# ---- design 1 ----
Figure 1. Clock routing (design 1).
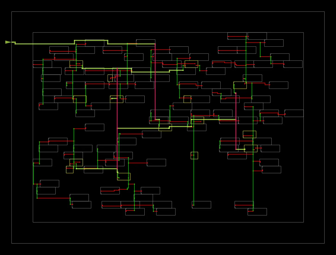

## src/rtl/imem_loader_pkg.sv

```systemverilog
// Package for the boot-time instruction-memory loader.
// Holds the loader FSM state encoding and the default word capacity.
package imem_loader_pkg;

    localparam int DEFAULT_DEPTH = 128;

    typedef enum logic [2:0] {
        LEN0 = 3'd0,
        LEN1 = 3'd1,
        DATA = 3'd2,
        CSUM = 3'd3,
        DONE = 3'd4,
        ERR  = 3'd5
    } state_t;

endpackage

```

## src/rtl/imem_loader_byte_packer.sv

```systemverilog
// Byte-to-word packer for the instruction-memory loader.
// Assembles four accepted bytes into one little-endian 32-bit word
// (first byte -> [7:0]) and pulses word_valid for one cycle with the
// completed word, the cycle after the fourth byte is taken.
// Ports:
//   clk        system clock
//   rst        synchronous reset, active-low
//   take       a payload byte is accepted this cycle
//   data       the payload byte
//   word_valid one-cycle pulse: word holds a freshly completed word
//   word       assembled word (held until the next word completes)
module byte_packer (
    input  logic        clk,
    input  logic        rst,
    input  logic        take,
    input  logic [7:0]  data,
    output logic        word_valid,
    output logic [31:0] word
);

    logic [1:0]  idx;
    logic [23:0] sreg;  // first three bytes; newest byte enters at the top

    always_ff @(posedge clk) begin
        if (!rst) begin
            idx        <= 2'd0;
            sreg       <= 24'd0;
            word_valid <= 1'b0;
            word       <= 32'd0;
        end else begin
            word_valid <= 1'b0;
            if (take) begin
                idx <= idx + 2'd1;
                if (idx == 2'd3) begin
                    word       <= {data, sreg};
                    word_valid <= 1'b1;
                end else begin
                    sreg <= {data, sreg[23:8]};
                end
            end
        end
    end

endmodule

```

## src/rtl/imem_loader.sv

```systemverilog
// Boot-time program loader in front of the CPU instruction memory.
// Accepts LEN_LO, LEN_HI (word count N), 4*N payload bytes and an XOR
// checksum byte; writes packed little-endian words from address 0 upward
// and keeps the CPU in reset until a load completes with a good checksum.
// Ports:
//   clk, rst       clock; synchronous active-low reset
//   in_valid/in_data/in_ready   byte-stream handshake
//   imem_we/imem_addr/imem_wdata  one-cycle instruction-memory write
//   cpu_rst        active-high CPU reset, released only in DONE
//   load_done      sticky: load completed, checksum good
//   load_err       sticky: length overflow or checksum mismatch
//   words_loaded   number of words written so far
module imem_loader
    import imem_loader_pkg::*;
#(
    parameter int ADDR_W = 7,
    parameter int DEPTH  = DEFAULT_DEPTH
) (
    input  logic              clk,
    input  logic              rst,
    input  logic              in_valid,
    input  logic [7:0]        in_data,
    output logic              in_ready,
    output logic              imem_we,
    output logic [ADDR_W-1:0] imem_addr,
    output logic [31:0]       imem_wdata,
    output logic              cpu_rst,
    output logic              load_done,
    output logic              load_err,
    output logic [ADDR_W:0]   words_loaded
);

    state_t      state;
    logic [15:0] len;
    logic [7:0]  csum;
    logic        accept;
    logic        last_wr;
    logic        take;
    logic        word_valid;
    logic [31:0] word;
    logic [15:0] next_count;
    logic [15:0] hdr_len;

    assign accept     = in_valid && in_ready;
    assign next_count = 16'(words_loaded) + 16'd1;
    assign hdr_len    = {in_data, len[7:0]};

    // Write cycle of the final word. in_ready stays high here, so a byte
    // accepted in this cycle is already the checksum byte and must bypass
    // the packer and the running XOR.
    assign last_wr = (state == DATA) && word_valid && (next_count == len);
    assign take    = accept && (state == DATA) && !last_wr;

    byte_packer u_packer (
        .clk        (clk),
        .rst        (rst),
        .take       (take),
        .data       (in_data),
        .word_valid (word_valid),
        .word       (word)
    );

    // The packer outputs are registers; the write port is driven straight
    // from them so the word lands exactly one cycle after its fourth byte.
    assign imem_we    = word_valid;
    assign imem_wdata = word;
    assign imem_addr  = words_loaded[ADDR_W-1:0];

    always_ff @(posedge clk) begin
        if (!rst) begin
            state        <= LEN0;
            len          <= 16'd0;
            csum         <= 8'd0;
            in_ready     <= 1'b0;
            cpu_rst      <= 1'b1;
            load_done    <= 1'b0;
            load_err     <= 1'b0;
            words_loaded <= '0;
        end else begin
            in_ready <= 1'b1;
            case (state)
                LEN0: begin
                    if (accept) begin
                        len[7:0] <= in_data;
                        state    <= LEN1;
                    end
                end
                LEN1: begin
                    if (accept) begin
                        len[15:8] <= in_data;
                        if (hdr_len > 16'(DEPTH)) begin
                            state    <= ERR;
                            load_err <= 1'b1;
                            in_ready <= 1'b0;
                        end else if (hdr_len == 16'd0) begin
                            state <= CSUM;
                        end else begin
                            state <= DATA;
                        end
                    end
                end
                DATA: begin
                    if (take)
                        csum <= csum ^ in_data;
                    if (word_valid) begin
                        words_loaded <= words_loaded + (ADDR_W+1)'(1);
                        if (last_wr) begin
                            if (accept) begin
                                in_ready <= 1'b0;
                                if (in_data == csum) begin
                                    state     <= DONE;
                                    load_done <= 1'b1;
                                    cpu_rst   <= 1'b0;
                                end else begin
                                    state    <= ERR;
                                    load_err <= 1'b1;
                                end
                            end else begin
                                state <= CSUM;
                            end
                        end
                    end
                end
                CSUM: begin
                    if (accept) begin
                        in_ready <= 1'b0;
                        if (in_data == csum) begin
                            state     <= DONE;
                            load_done <= 1'b1;
                            cpu_rst   <= 1'b0;
                        end else begin
                            state    <= ERR;
                            load_err <= 1'b1;
                        end
                    end
                end
                DONE: in_ready <= 1'b0;
                ERR:  in_ready <= 1'b0;
                default: begin
                    state    <= ERR;
                    load_err <= 1'b1;
                    in_ready <= 1'b0;
                end
            endcase
        end
    end

endmodule

```

## config.mk

```make
export PLATFORM = sky130hd
export DESIGN_NAME = imem_loader
export DESIGN_NICKNAME = d
export VERILOG_FILES = /design/src/rtl/imem_loader_pkg.sv /design/src/rtl/imem_loader_byte_packer.sv /design/src/rtl/imem_loader.sv
export SDC_FILE = /design/constraint.sdc
export NUM_CORES = 1
export LEC_CHECK = 0
export CAP_MARGIN = 5
export CORE_ASPECT_RATIO = 0.7
export CORE_MARGIN = 8
export CORE_UTILIZATION = 55
export CTS_CLUSTER_SIZE = 25
export DETAILED_ROUTE_END_ITERATION = 7
export PLACE_DENSITY = 0.8
export RECOVER_POWER = 25
export SYNTH_ARGS = -nofsm -noshare
export SYNTH_HDL_FRONTEND = slang
export SYNTH_SLANG_ARGS = --single-unit
```

## constraint.sdc

```tcl
create_clock -name clk -period 4 [get_ports clk]
set_input_delay 0.6 -clock clk [delete_from_list [all_inputs] [get_ports clk]]
set_output_delay 0.6 -clock clk [all_outputs]
set_load 0.005 [all_outputs]
```

# ---- design 2 ----
### src/rtl/sram_a_image_loader_if.sv
// Pixel-stream handshake plus the shared SRAM_a write bus (nine per-bank enables).
// The master modport is the loader side; the slave modport is the pixel source and SRAM side.
interface sram_a_image_loader_if #(
  parameter int ADDR_WIDTH = 10
);
  logic                  pix_valid;
  logic [7:0]            pix_data;
  logic                  pix_ready;
  logic                  sram_write_enable_a0;
  logic                  sram_write_enable_a1;
  logic                  sram_write_enable_a2;
  logic                  sram_write_enable_a3;
  logic                  sram_write_enable_a4;
  logic                  sram_write_enable_a5;
  logic                  sram_write_enable_a6;
  logic                  sram_write_enable_a7;
  logic                  sram_write_enable_a8;
  logic [3:0]            sram_bytemask_a;
  logic [ADDR_WIDTH-1:0] sram_waddr_a;
  logic [7:0]            sram_wdata_a;

  modport master (
    input  pix_valid, pix_data,
    output pix_ready,
    output sram_write_enable_a0, sram_write_enable_a1, sram_write_enable_a2,
    output sram_write_enable_a3, sram_write_enable_a4, sram_write_enable_a5,
    output sram_write_enable_a6, sram_write_enable_a7, sram_write_enable_a8,
    output sram_bytemask_a, sram_waddr_a, sram_wdata_a
  );

  modport slave (
    output pix_valid, pix_data,
    input  pix_ready,
    input  sram_write_enable_a0, sram_write_enable_a1, sram_write_enable_a2,
    input  sram_write_enable_a3, sram_write_enable_a4, sram_write_enable_a5,
    input  sram_write_enable_a6, sram_write_enable_a7, sram_write_enable_a8,
    input  sram_bytemask_a, sram_waddr_a, sram_wdata_a
  );
endinterface

### src/rtl/sram_a_image_loader.sv
// Scatters a raster-order pixel stream into the nine SRAM_a banks as 2x2 blocks packed in 32-bit words.
// Bank/address/lane come from incremental row/col and mod-3 counters; no dividers.
module sram_a_image_loader #(
  parameter int IMG_W      = 32,
  parameter int IMG_H      = 32,
  parameter int ADDR_WIDTH = 10,
  parameter int BANK_COLS  = 6
) (
  input  logic clk,
  input  logic srst,
  input  logic load_start,
  input  logic fc_done,
  output logic conv_start,
  output logic busy,
  sram_a_image_loader_if.master bus
);
  localparam int CW = (IMG_W > 1) ? $clog2(IMG_W) : 1;
  localparam int RW = (IMG_H > 1) ? $clog2(IMG_H) : 1;
  localparam logic [CW-1:0] C_LAST = CW'(IMG_W - 1);
  localparam logic [RW-1:0] R_LAST = RW'(IMG_H - 1);

  typedef enum logic [1:0] {IDLE, LOAD, START, WAIT} state_t;

  state_t                state;
  logic [RW-1:0]         r;
  logic [CW-1:0]         c;
  logic [1:0]            br_m3, bc_m3;
  logic [ADDR_WIDTH-1:0] bc_d3, row_base;
  logic                  pix_ready_q;
  logic [8:0]            we_n;
  logic [3:0]            mask_q;
  logic [ADDR_WIDTH-1:0] addr_q;
  logic [7:0]            data_q;

  logic       hs, last_col, last_row;
  logic [3:0] bank;
  logic [1:0] lane;

  assign hs       = bus.pix_valid & pix_ready_q;
  assign last_col = (c == C_LAST);
  assign last_row = (r == R_LAST);
  assign bank     = {2'b00, br_m3} * 4'd3 + {2'b00, bc_m3};
  assign lane     = {r[0], c[0]};

  always_ff @(posedge clk) begin
    if (srst) begin
      state       <= IDLE;
      r           <= '0;
      c           <= '0;
      br_m3       <= '0;
      bc_m3       <= '0;
      bc_d3       <= '0;
      row_base    <= '0;
      pix_ready_q <= 1'b0;
      we_n        <= '1;
      mask_q      <= 4'hF;
      addr_q      <= '0;
      data_q      <= '0;
      conv_start  <= 1'b0;
      busy        <= 1'b0;
    end else begin
      we_n       <= '1;
      mask_q     <= 4'hF;
      addr_q     <= '0;
      data_q     <= '0;
      conv_start <= 1'b0;

      if (hs) begin
        we_n   <= ~(9'd1 << bank);
        mask_q <= ~(4'd1 << lane);
        addr_q <= row_base + bc_d3;
        data_q <= bus.pix_data;
        if (last_col) begin
          c     <= '0;
          bc_m3 <= '0;
          bc_d3 <= '0;
          r     <= r + 1'b1;
          // Leaving an odd row crosses into the next block row.
          if (r[0]) begin
            if (br_m3 == 2'd2) begin
              br_m3    <= '0;
              row_base <= row_base + ADDR_WIDTH'(BANK_COLS);
            end else begin
              br_m3 <= br_m3 + 2'd1;
            end
          end
        end else begin
          c <= c + 1'b1;
          if (c[0]) begin
            if (bc_m3 == 2'd2) begin
              bc_m3 <= '0;
              bc_d3 <= bc_d3 + 1'b1;
            end else begin
              bc_m3 <= bc_m3 + 2'd1;
            end
          end
        end
      end

      case (state)
        IDLE: if (load_start) begin
          r           <= '0;
          c           <= '0;
          br_m3       <= '0;
          bc_m3       <= '0;
          bc_d3       <= '0;
          row_base    <= '0;
          pix_ready_q <= 1'b1;
          busy        <= 1'b1;
          state       <= LOAD;
        end
        // pix_ready drops after the last beat; the following cycle (write strobe) moves on.
        LOAD: begin
          if (hs && last_col && last_row) begin
            pix_ready_q <= 1'b0;
          end else if (!pix_ready_q) begin
            conv_start <= 1'b1;
            state      <= START;
          end
        end
        START: state <= WAIT;
        WAIT: if (fc_done) begin
          busy  <= 1'b0;
          state <= IDLE;
        end
        default: state <= IDLE;
      endcase
    end
  end

  assign bus.pix_ready            = pix_ready_q;
  assign bus.sram_write_enable_a0 = we_n[0];
  assign bus.sram_write_enable_a1 = we_n[1];
  assign bus.sram_write_enable_a2 = we_n[2];
  assign bus.sram_write_enable_a3 = we_n[3];
  assign bus.sram_write_enable_a4 = we_n[4];
  assign bus.sram_write_enable_a5 = we_n[5];
  assign bus.sram_write_enable_a6 = we_n[6];
  assign bus.sram_write_enable_a7 = we_n[7];
  assign bus.sram_write_enable_a8 = we_n[8];
  assign bus.sram_bytemask_a      = mask_q;
  assign bus.sram_waddr_a         = addr_q;
  assign bus.sram_wdata_a         = data_q;
endmodule

### src/flat_wrapper.sv
// flat-port wrapper written by rule: the top's interface ports become plain ports
module sram_a_image_loader_flat 
#(
  parameter int IMG_W      = 32,
  parameter int IMG_H      = 32,
  parameter int ADDR_WIDTH = 10,
  parameter int BANK_COLS  = 6
)
  (clk, srst, load_start, fc_done, conv_start, busy, bus_pix_valid, bus_pix_data, bus_pix_ready, bus_sram_write_enable_a0, bus_sram_write_enable_a1, bus_sram_write_enable_a2, bus_sram_write_enable_a3, bus_sram_write_enable_a4, bus_sram_write_enable_a5, bus_sram_write_enable_a6, bus_sram_write_enable_a7, bus_sram_write_enable_a8, bus_sram_bytemask_a, bus_sram_waddr_a, bus_sram_wdata_a);
  sram_a_image_loader_if #(.ADDR_WIDTH(ADDR_WIDTH)) bus_i ();
  input  logic clk;
  input  logic srst;
  input  logic load_start;
  input  logic fc_done;
  output logic conv_start;
  output logic busy;
  input wire logic [$bits(bus_i.pix_valid)-1:0] bus_pix_valid;
  input wire logic [$bits(bus_i.pix_data)-1:0] bus_pix_data;
  output wire logic [$bits(bus_i.pix_ready)-1:0] bus_pix_ready;
  output wire logic [$bits(bus_i.sram_write_enable_a0)-1:0] bus_sram_write_enable_a0;
  output wire logic [$bits(bus_i.sram_write_enable_a1)-1:0] bus_sram_write_enable_a1;
  output wire logic [$bits(bus_i.sram_write_enable_a2)-1:0] bus_sram_write_enable_a2;
  output wire logic [$bits(bus_i.sram_write_enable_a3)-1:0] bus_sram_write_enable_a3;
  output wire logic [$bits(bus_i.sram_write_enable_a4)-1:0] bus_sram_write_enable_a4;
  output wire logic [$bits(bus_i.sram_write_enable_a5)-1:0] bus_sram_write_enable_a5;
  output wire logic [$bits(bus_i.sram_write_enable_a6)-1:0] bus_sram_write_enable_a6;
  output wire logic [$bits(bus_i.sram_write_enable_a7)-1:0] bus_sram_write_enable_a7;
  output wire logic [$bits(bus_i.sram_write_enable_a8)-1:0] bus_sram_write_enable_a8;
  output wire logic [$bits(bus_i.sram_bytemask_a)-1:0] bus_sram_bytemask_a;
  output wire logic [$bits(bus_i.sram_waddr_a)-1:0] bus_sram_waddr_a;
  output wire logic [$bits(bus_i.sram_wdata_a)-1:0] bus_sram_wdata_a;
  assign bus_i.pix_valid = bus_pix_valid;
  assign bus_i.pix_data = bus_pix_data;
  assign bus_pix_ready = bus_i.pix_ready;
  assign bus_sram_write_enable_a0 = bus_i.sram_write_enable_a0;
  assign bus_sram_write_enable_a1 = bus_i.sram_write_enable_a1;
  assign bus_sram_write_enable_a2 = bus_i.sram_write_enable_a2;
  assign bus_sram_write_enable_a3 = bus_i.sram_write_enable_a3;
  assign bus_sram_write_enable_a4 = bus_i.sram_write_enable_a4;
  assign bus_sram_write_enable_a5 = bus_i.sram_write_enable_a5;
  assign bus_sram_write_enable_a6 = bus_i.sram_write_enable_a6;
  assign bus_sram_write_enable_a7 = bus_i.sram_write_enable_a7;
  assign bus_sram_write_enable_a8 = bus_i.sram_write_enable_a8;
  assign bus_sram_bytemask_a = bus_i.sram_bytemask_a;
  assign bus_sram_waddr_a = bus_i.sram_waddr_a;
  assign bus_sram_wdata_a = bus_i.sram_wdata_a;
  sram_a_image_loader #(.IMG_W(IMG_W), .IMG_H(IMG_H), .ADDR_WIDTH(ADDR_WIDTH), .BANK_COLS(BANK_COLS)) u_core (.clk(clk), .srst(srst), .load_start(load_start), .fc_done(fc_done), .conv_start(conv_start), .busy(busy), .bus(bus_i));
endmodule
### config.mk
export PLATFORM = sky130hd
export DESIGN_NAME = sram_a_image_loader_flat
export DESIGN_NICKNAME = d
export VERILOG_FILES = /design/src/rtl/sram_a_image_loader_if.sv /design/src/rtl/sram_a_image_loader.sv /design/src/flat_wrapper.sv
export SDC_FILE = /design/constraint.sdc
export NUM_CORES = 1
export LEC_CHECK = 0
export CAP_MARGIN = 0
export CORE_AREA = 2 2 84 86
export DETAILED_ROUTE_END_ITERATION = 6
export DIE_AREA = 0 0 86 88
export PLACE_DENSITY_LB_ADDON = 0.1
export SLEW_MARGIN = 20
export SYNTH_ARGS = -nofsm -noshare
export SYNTH_HDL_FRONTEND = slang
export SYNTH_SLANG_ARGS = --single-unit
### constraint.sdc
create_clock -name clk -period 2.1 [get_ports clk]
set_input_delay 0.525 -clock clk [delete_from_list [all_inputs] [get_ports clk]]
set_output_delay 0.525 -clock clk [all_outputs]
set_load 0.03 [all_outputs]
# ---- design 3 ----
===== src/rtl/dm_ctrl.sv =====
// Data-memory controller for the MEM stage: aligns loads/stores onto a
// word bus, waits for ack with a timeout, and extends load results.
module dm_ctrl #(
  parameter int MAX_WAIT = 15
) (
  input  logic        clk,
  input  logic        reset,
  input  logic        req_valid,
  input  logic        req_we,
  input  logic [2:0]  req_op,
  input  logic [31:0] req_addr,
  input  logic [31:0] req_wdata,
  output logic        stall,
  output logic        mem_req,
  output logic        mem_we,
  output logic [31:0] mem_addr,
  output logic [3:0]  mem_be,
  output logic [31:0] mem_wdata,
  input  logic        mem_ack,
  input  logic [31:0] mem_rdata,
  output logic        rd_valid,
  output logic [31:0] rd_data,
  output logic        exc_adel,
  output logic        exc_ades,
  output logic        bus_err
);

  localparam int CW = $clog2(MAX_WAIT + 1);

  typedef enum logic [1:0] {
    IDLE,
    ACCESS,
    DONE
  } state_t;

  state_t        state;
  logic [CW-1:0] cnt;
  logic [2:0]    op_q;
  logic          we_q;
  logic [1:0]    off_q;

  logic        is_w;
  logic        is_h;
  logic        mis;
  logic        idle_req;
  logic        accept;
  logic [3:0]  be_n;
  logic [31:0] wd_n;
  logic [7:0]  byte_v;
  logic [15:0] half_v;
  logic [31:0] ext;

  // Reserved ops 101-111 fall into the word class via op[2].
  assign is_w = req_op[2];
  assign is_h = !req_op[2] && req_op[1];
  assign mis = (is_w && req_addr[1:0] != 2'b00) ||
               (is_h && req_addr[0]);

  assign idle_req = reset && state == IDLE && req_valid;
  assign accept   = idle_req && !mis;
  assign exc_adel = idle_req && mis && !req_we;
  assign exc_ades = idle_req && mis && req_we;
  assign stall    = accept || (reset && state == ACCESS);

  always_comb begin
    be_n = 4'hF;
    wd_n = req_wdata;
    unique case (1'b1)
      is_w: begin
        be_n = 4'hF;
        wd_n = req_wdata;
      end
      is_h: begin
        be_n = req_addr[1] ? 4'hC : 4'h3;
        wd_n = {2{req_wdata[15:0]}};
      end
      default: begin
        be_n = 4'b0001 << req_addr[1:0];
        wd_n = {4{req_wdata[7:0]}};
      end
    endcase
    if (!req_we)
      be_n = 4'hF;
  end

  always_comb begin
    byte_v = mem_rdata[{off_q, 3'b000} +: 8];
    half_v = off_q[1] ? mem_rdata[31:16] : mem_rdata[15:0];
    ext    = mem_rdata;
    unique case (1'b1)
      op_q[2]:
        ext = mem_rdata;
      !op_q[2] && op_q[1]:
        ext = {{16{half_v[15] & ~op_q[0]}}, half_v};
      default:
        ext = {{24{byte_v[7] & ~op_q[0]}}, byte_v};
    endcase
  end

  always_ff @(posedge clk or negedge reset) begin
    if (!reset) begin
      state     <= IDLE;
      cnt       <= '0;
      op_q      <= '0;
      we_q      <= 1'b0;
      off_q     <= '0;
      mem_req   <= 1'b0;
      mem_we    <= 1'b0;
      mem_addr  <= '0;
      mem_be    <= '0;
      mem_wdata <= '0;
      rd_valid  <= 1'b0;
      rd_data   <= '0;
      bus_err   <= 1'b0;
    end else begin
      rd_valid <= 1'b0;
      bus_err  <= 1'b0;
      unique case (state)
        IDLE: begin
          if (accept) begin
            state     <= ACCESS;
            cnt       <= '0;
            op_q      <= req_op;
            we_q      <= req_we;
            off_q     <= req_addr[1:0];
            mem_req   <= 1'b1;
            mem_we    <= req_we;
            mem_addr  <= {req_addr[31:2], 2'b00};
            mem_be    <= be_n;
            mem_wdata <= wd_n;
          end
        end
        ACCESS: begin
          if (mem_ack) begin
            state    <= DONE;
            mem_req  <= 1'b0;
            rd_valid <= !we_q;
            if (!we_q)
              rd_data <= ext;
          end else if (cnt == CW'(MAX_WAIT - 1)) begin
            state    <= DONE;
            mem_req  <= 1'b0;
            rd_valid <= !we_q;
            bus_err  <= 1'b1;
            rd_data  <= '0;
          end else begin
            cnt <= cnt + 1'b1;
          end
        end
        default: state <= IDLE;
      endcase
    end
  end

endmodule

===== config.mk =====
export PLATFORM = sky130hd
export DESIGN_NAME = dm_ctrl
export DESIGN_NICKNAME = d
export VERILOG_FILES = /design/src/rtl/dm_ctrl.sv
export SDC_FILE = /design/constraint.sdc
export NUM_CORES = 1
export LEC_CHECK = 0
export ABC_AREA = 1
export ABC_CLOCK_PERIOD_IN_PS = 3300
export CAP_MARGIN = 30
export CORE_UTILIZATION = 48
export DETAILED_ROUTE_END_ITERATION = 6
export PLACE_DENSITY = 0.95
export SYNTH_ARGS = -nofsm -noshare
export SYNTH_HDL_FRONTEND = slang
export SYNTH_SLANG_ARGS = --single-unit

===== constraint.sdc =====
create_clock -name clk -period 3.3 [get_ports clk]
set_input_delay 0.66 -clock clk [delete_from_list [all_inputs] [get_ports clk]]
set_output_delay 0.66 -clock clk [all_outputs]
set_load 0.05 [all_outputs]


==> screenshots <==
Pin map.
The bar under the picture is 20 um long. Pins as bars across the die edge, other pins in grey.
image #1
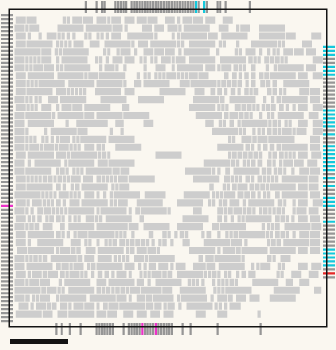
image #2
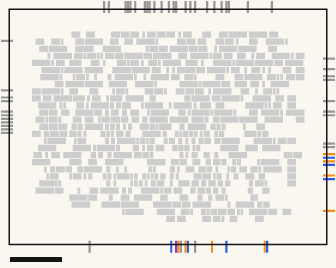
image #3
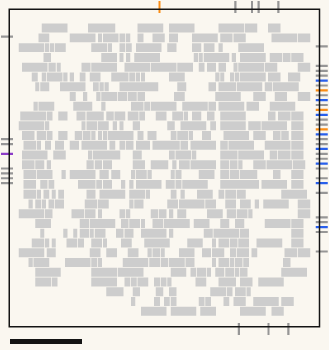
Image #1 comes from design 3.
Image #3 comes from design 2.
Image #2 comes from design 1.
- smallest die: image #3

Key to image #1:
Key: cyan = `mem_rdata` [pins 32, direction input, edge 30 east, 2 north]; magenta = `req_op` [pins 3, direction input, edge 2 south, 1 west]; red = `reset` [pins 1, direction input, edge east]
All pins by edge: 78 west, 59 east, 41 north, 33 south.

Figure 2. Zoomed window (design 2).
The bar under the picture is 5 um long. Window x 33 to 53, y 52 to 72 um. Cells in grey, sequential cells in the stronger grey; small squares are vias.
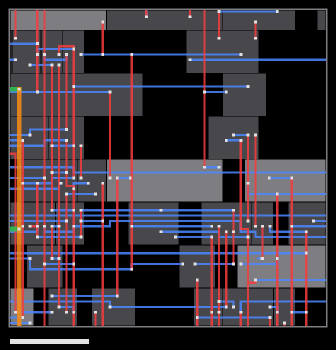
Key: green = M3; blue = M1; red = M2; orange = M4
Sequential cells in the window: 3. Netlist names of flops here include `u_core.bc_d3` (2), `u_core.bc_m3` (1). 27 logic cells have their middle in the window. Most frequent: buf_4 (4), dfxtp_1 (3).

==> run notes, design 2 <==
Notes from the flow run.

Die:
- The run puts the width of the chip at between 80 and 90 um.
- The die covers 7570 sq um.
- The die is 88 um tall.

Synthesis:
- The synthesized netlist contains approximately 54 unique library cells.
- For this run the top cell type by instance count after synthesis was sky130_fd_sc_hd__dfxtp_1.
- The run gives the post-synthesis async set-or-reset flop share as 0%.
- The run gives the number of enable-type register cells in the synthesized netlist as 0.
- The run gives the xor-xnor portion of the synthesized cell area as 5.48%.

Route:
- The run gives the number of detailed-routing iterations run before antenna repair as 5.

CTS:
- The run gives the CTS H-tree depth as 3.
- The run gives the CTS buffer count as 9.
- TritonCTS built the clock tree.

Worst setup path:
- The run gives the highest net fanout along the worst path as 4.

Timing:
- The flow reports an fmax of a little over 0.5 GHz.
- Setup repair after global routing left no endpoint under its margin.
- The run gives the maximum clock skew at final layout as roughly 0.0062 ns.

Place:
- The run puts the final weighted congestion in routability-driven placement at roughly 0.9.
- The run gives the post-placement cell count as 488.

Status:
- The flow ran to the end, and the final reports show no timing, DRC or antenna violations.

Power and ir drop:
- The run puts the switching share of power at between 20% and 30%.
[design 2: routing by layer]
layer | global-route usage, % | part of all wire (%) | up-vias
met5 | 0 | 0 | -
met4 | 7.36 | 1.6 | 0
met3 | 5.84 | 5.5 | 9
met2 | 33.1 | 48 | 58
met1 | 21.8 | 45 | 1208
li1 | - | - | 1341
[design 2: registers in the layout, indices dropped and copies added, names as in the netlist]
register	flops
u_core.row_base	9
u_core.c	5
u_core.bus.pix_ready	1
u_core.state	2
u_core.bus.sram_bytemask_a	4
u_core.bus.sram_wdata_a	8
u_core.bus.sram_waddr_a	10
u_core.we_n	9
u_core.bc_m3	2
u_core.busy	1
u_core.conv_start	1
u_core.br_m3	2
u_core.r	5
u_core.bc_d3	10
[design 2: final timing paths]
check / to / start / slack (ns)
max: u_core.we_n[7]$_SDFF_PP1_ / u_core.bc_m3[1]$_SDFF_PP0_ / 0.11
min: u_core.c[4]$_SDFF_PP0_ / u_core.c[4]$_SDFF_PP0_ / 0.47
max reg2reg: u_core.we_n[7]$_SDFF_PP1_ / u_core.bc_m3[1]$_SDFF_PP0_ / 0.11
min reg2reg: u_core.c[4]$_SDFF_PP0_ / u_core.c[4]$_SDFF_PP0_ / 0.47
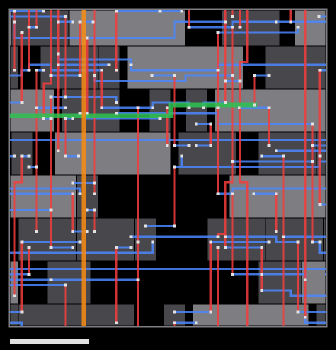
Figure 3: design 1, zoomed window.
The bar under the picture is 5 um long. Window x 51 to 71, y 53 to 73 um. Cells in grey, sequential cells in the stronger grey; small squares are vias.
Key: blue = M1; green = M3; red = M2; orange = M4
Netlist names of flops here include `u_packer.word` (5), `u_packer.sreg` (2). Sequential cells in the window: 7. Most frequent: mux2i_1 (10), nand2_1 (7), dfxtp_1 (7). 28 logic cells have their middle in the window.

Notes on Figure 1 above:
clock buffers created by TritonCTS: 9
clk pwr: 0.000585 W

==> run notes, design 1 <==
Notes from the flow run.

Timing:
- The run gives the total setup violations reported at the end of the flow as 0.
- The run gives the count of final max-slew check failures as ~46.
- The run gives the maximum clock frequency as approximately 0.32 GHz.

Place:
- Summed over all nets, the half-perimeter wirelength after detailed placement is 6810 um.

Status:
- The run finished, with violations left.
- The final reports fail on max-capacitance violations, max-slew violations.

Worst setup path:
- The run gives the endpoint of the most critical setup path as load_err$_SDFFE_PN0P_.
- The run gives the startpoint type of the worst setup path as a primary input.
- The run gives the logic depth of the worst path, buffers included as 4.

Route:
- Per the log, the first TritonRoute iteration ended with a DRC count of 294.
- The run gives the number of detailed-routing iterations run before antenna repair as 4.

Run:
- The run gives the max-capacitance violation count as 1.

Die:
- The initialized floorplan defines 27 standard-cell rows.

Global routing:
- The run gives the number of global-route vias before repair as ~3200.
- The initial antenna violation count was 0.
- The run puts the global route total overflow at 0.

Synthesis:
- The run puts the basic-gate share of the synthesized area counting and, or, nand and nor cells at ~20%.
- The run puts the count of instantiated cells in the yosys netlist at ~460.
- The run gives the summed standard-cell area reported by yosys as 4270 sq um.
- The run gives the warning count from the yosys run as 0.

Finish:
- The run puts the post-synthesis to final-layout area growth at 18.0%.
- The run puts the number of nets at the end of the flow at 519.

CTS:
- For the worst-skew pair, the clock arrives at the later sink with an insertion delay of 0.37 ns.
- The H-tree was split into 3 levels.
- The run gives the CTS tree as done.

Power and ir drop:
- The run gives the maximum vdd ir drop as 0.000257 V.
[design 1: flip-flops by register name, indices dropped and copies added, names as in the netlist]
register,count
cpu_rst,1
csum,8
in_ready,1
len,16
load_done,1
load_err,1
state,3
u_packer.idx,2
u_packer.sreg,24
u_packer.word,32
u_packer.word_valid,1
words_loaded,8
[design 1: power by group]
group	switching [W]	total [W]	internal [W]
Clock	0.000329	0.000585	0.000255
Combinational	0.0000556	0.0000893	0.0000337
Sequential	0.0000105	0.000993	0.000982
Total	0.000396	0.00167	0.00127
[design 1: stage by stage]
step	cells	total power, W
finish	611	0.00167
global route	611	0.00173
CTS	611	0.00168
detailed placement	596	0.00110
global placement	596	0.00110
floorplan	463	0.00107
[design 1: metal layers]
layer  global-route usage (%)  share of wire, %  vias up
met5                        0                 0        -
met4                     5.13              0.95        0
met3                     5.62               6.7        9
met2                     28.4                45       80
met1                     22.9                47     1555
li1                         -                 -     1670
[design 1: area by class of cell]
type                            instances  area (sq um)
Fill cell                             671          2670
Multi-Input combinational cell        326          2080
Sequential cell                        98          1960
Timing Repair Buffer                   67           664
Clock buffer                           11           151
Tap cell                              101           126
Clock inverter                          4          27.5
Inverter                                4          15.0
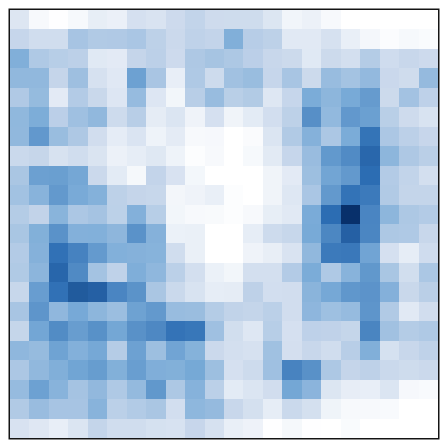
Figure 4: design 3, routed metal per tile.
The die is cut into 22 by 22 equal tiles; white is low, dark blue is high, scaled to the fullest tile. Values are wire area over tile area, all layers added.
The fullest tile reaches 0.82. The emptiest ninth of the die: centre. 16% of the tiles are over half the peak. 6.0% of the tiles are nearly empty. The mean over all tiles is 0.25.

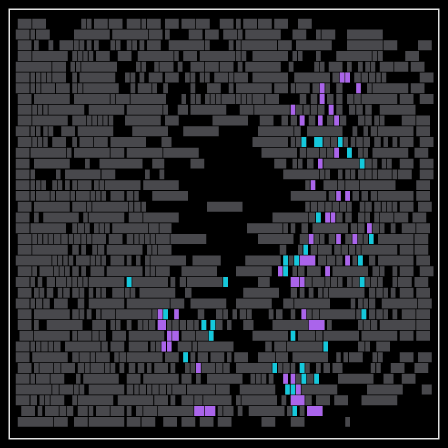
Figure 5: design 3, gate-type map.
Key: cyan = inv cells [cells 30]; purple = nor cells [cells 44]

==> run notes, design 3 <==
Notes from the flow run.

Timing:
- The run puts the share of the clock period used by the worst path at between 80% and 90%.
- The smallest clock period supported by the final layout is computed as 2.79 ns.
- At the pin with the least slew margin, the transition time is 0.785 ns.
- The run gives the total setup violations reported at the end of the flow as 0.

Power and ir drop:
- The run gives the maximum vdd ir drop as between 0.0005 and 0.0006 V.
- The run gives the combinational cell fraction of total power as 44.6%.

Synthesis:
- The main area contributors are sky130_fd_sc_hd__dfrtp_1, sky130_fd_sc_hd__nand2_1, sky130_fd_sc_hd__nand3_1.
- The run puts the count of distinct cell types in the synthesized netlist at 30.
- The run puts the summed standard-cell area reported by yosys at 5410 sq um.
- The synthesized design contains 113 register bits.

Finish:
- The repair_antennas step left the layout with diodes totalling 0.
- The run puts the fraction of area in registers at about a third.
- The run gives the final cell count without fillers as approximately 1100.
- In the final layout, the registers with the most flip-flops are mem_wdata x32, rd_data x32, mem_addr x30.

Global routing:
- The run gives the initial antenna violation count as 0.
- The run gives the pin count of the biggest net entering global routing as between 60 and 70.

CTS:
- The cell sitting at the root of the clock tree is a sky130_fd_sc_hd__clkbuf_16.
- The run gives the CTS tree as done.
- The number of setup buffers added after CTS is 0.

Place:
- The run puts the standard cell area after detailed placement at 7560 sq um.

Worst setup path:
- The worst register-to-register path has a setup slack of about 1.1 ns.

Route:
- The routed layout reports a DRC error count of 0.

Status:
- The flow ran to the end, and the final reports show no timing, DRC or antenna violations.

Die:
- The design received a total of ~140 well taps at floorplan.
[design 3: cells by family after synthesis]
group	count (synthesis)	synth area share, %
buffers and inverters	69	6.10
adders and majority gates	2	0.462
and+or+nand+nor	457	34.7
AOI/OAI and AO/OA	63	6.06
xor gates and xnor gates	2	0.324
other	1	0.0693
DFF	113	52.2
[design 3: metal layers]
metal  GRT usage (%)  vias to the layer above  wire length, um
met4            15.0                        0              499
met2            50.9                      329             8510
met5               0                        -                0
met1            35.2                     2645             6390
met3            9.52                       50             1700
li1                -                     2642                -
[design 3: power by group through the flow]
stage	registers (W)	logic, W	clock network [W]
2_1_floorplan	0.00333	0.000711	0
3_3_place_gp	0.00205	0.00307	0
3_5_place_dp	0.00206	0.00312	0
4_1_cts	0.00205	0.00315	0.00185
5_1_grt	0.00210	0.00331	0.00193
6_report	0.00206	0.00314	0.00185
[design 3: worst max-delay path: stages]
cell and delay (ns):
sky130_fd_sc_hd__clkdlybuf4s50_1 0.65, sky130_fd_sc_hd__o21ai_2 0.29, sky130_fd_sc_hd__nand2_2 0.22, sky130_fd_sc_hd__nand2_1 0.12
sky130_fd_sc_hd__buf_4 0.20

No activity file was given, so power comes from the tool's default toggle rates.
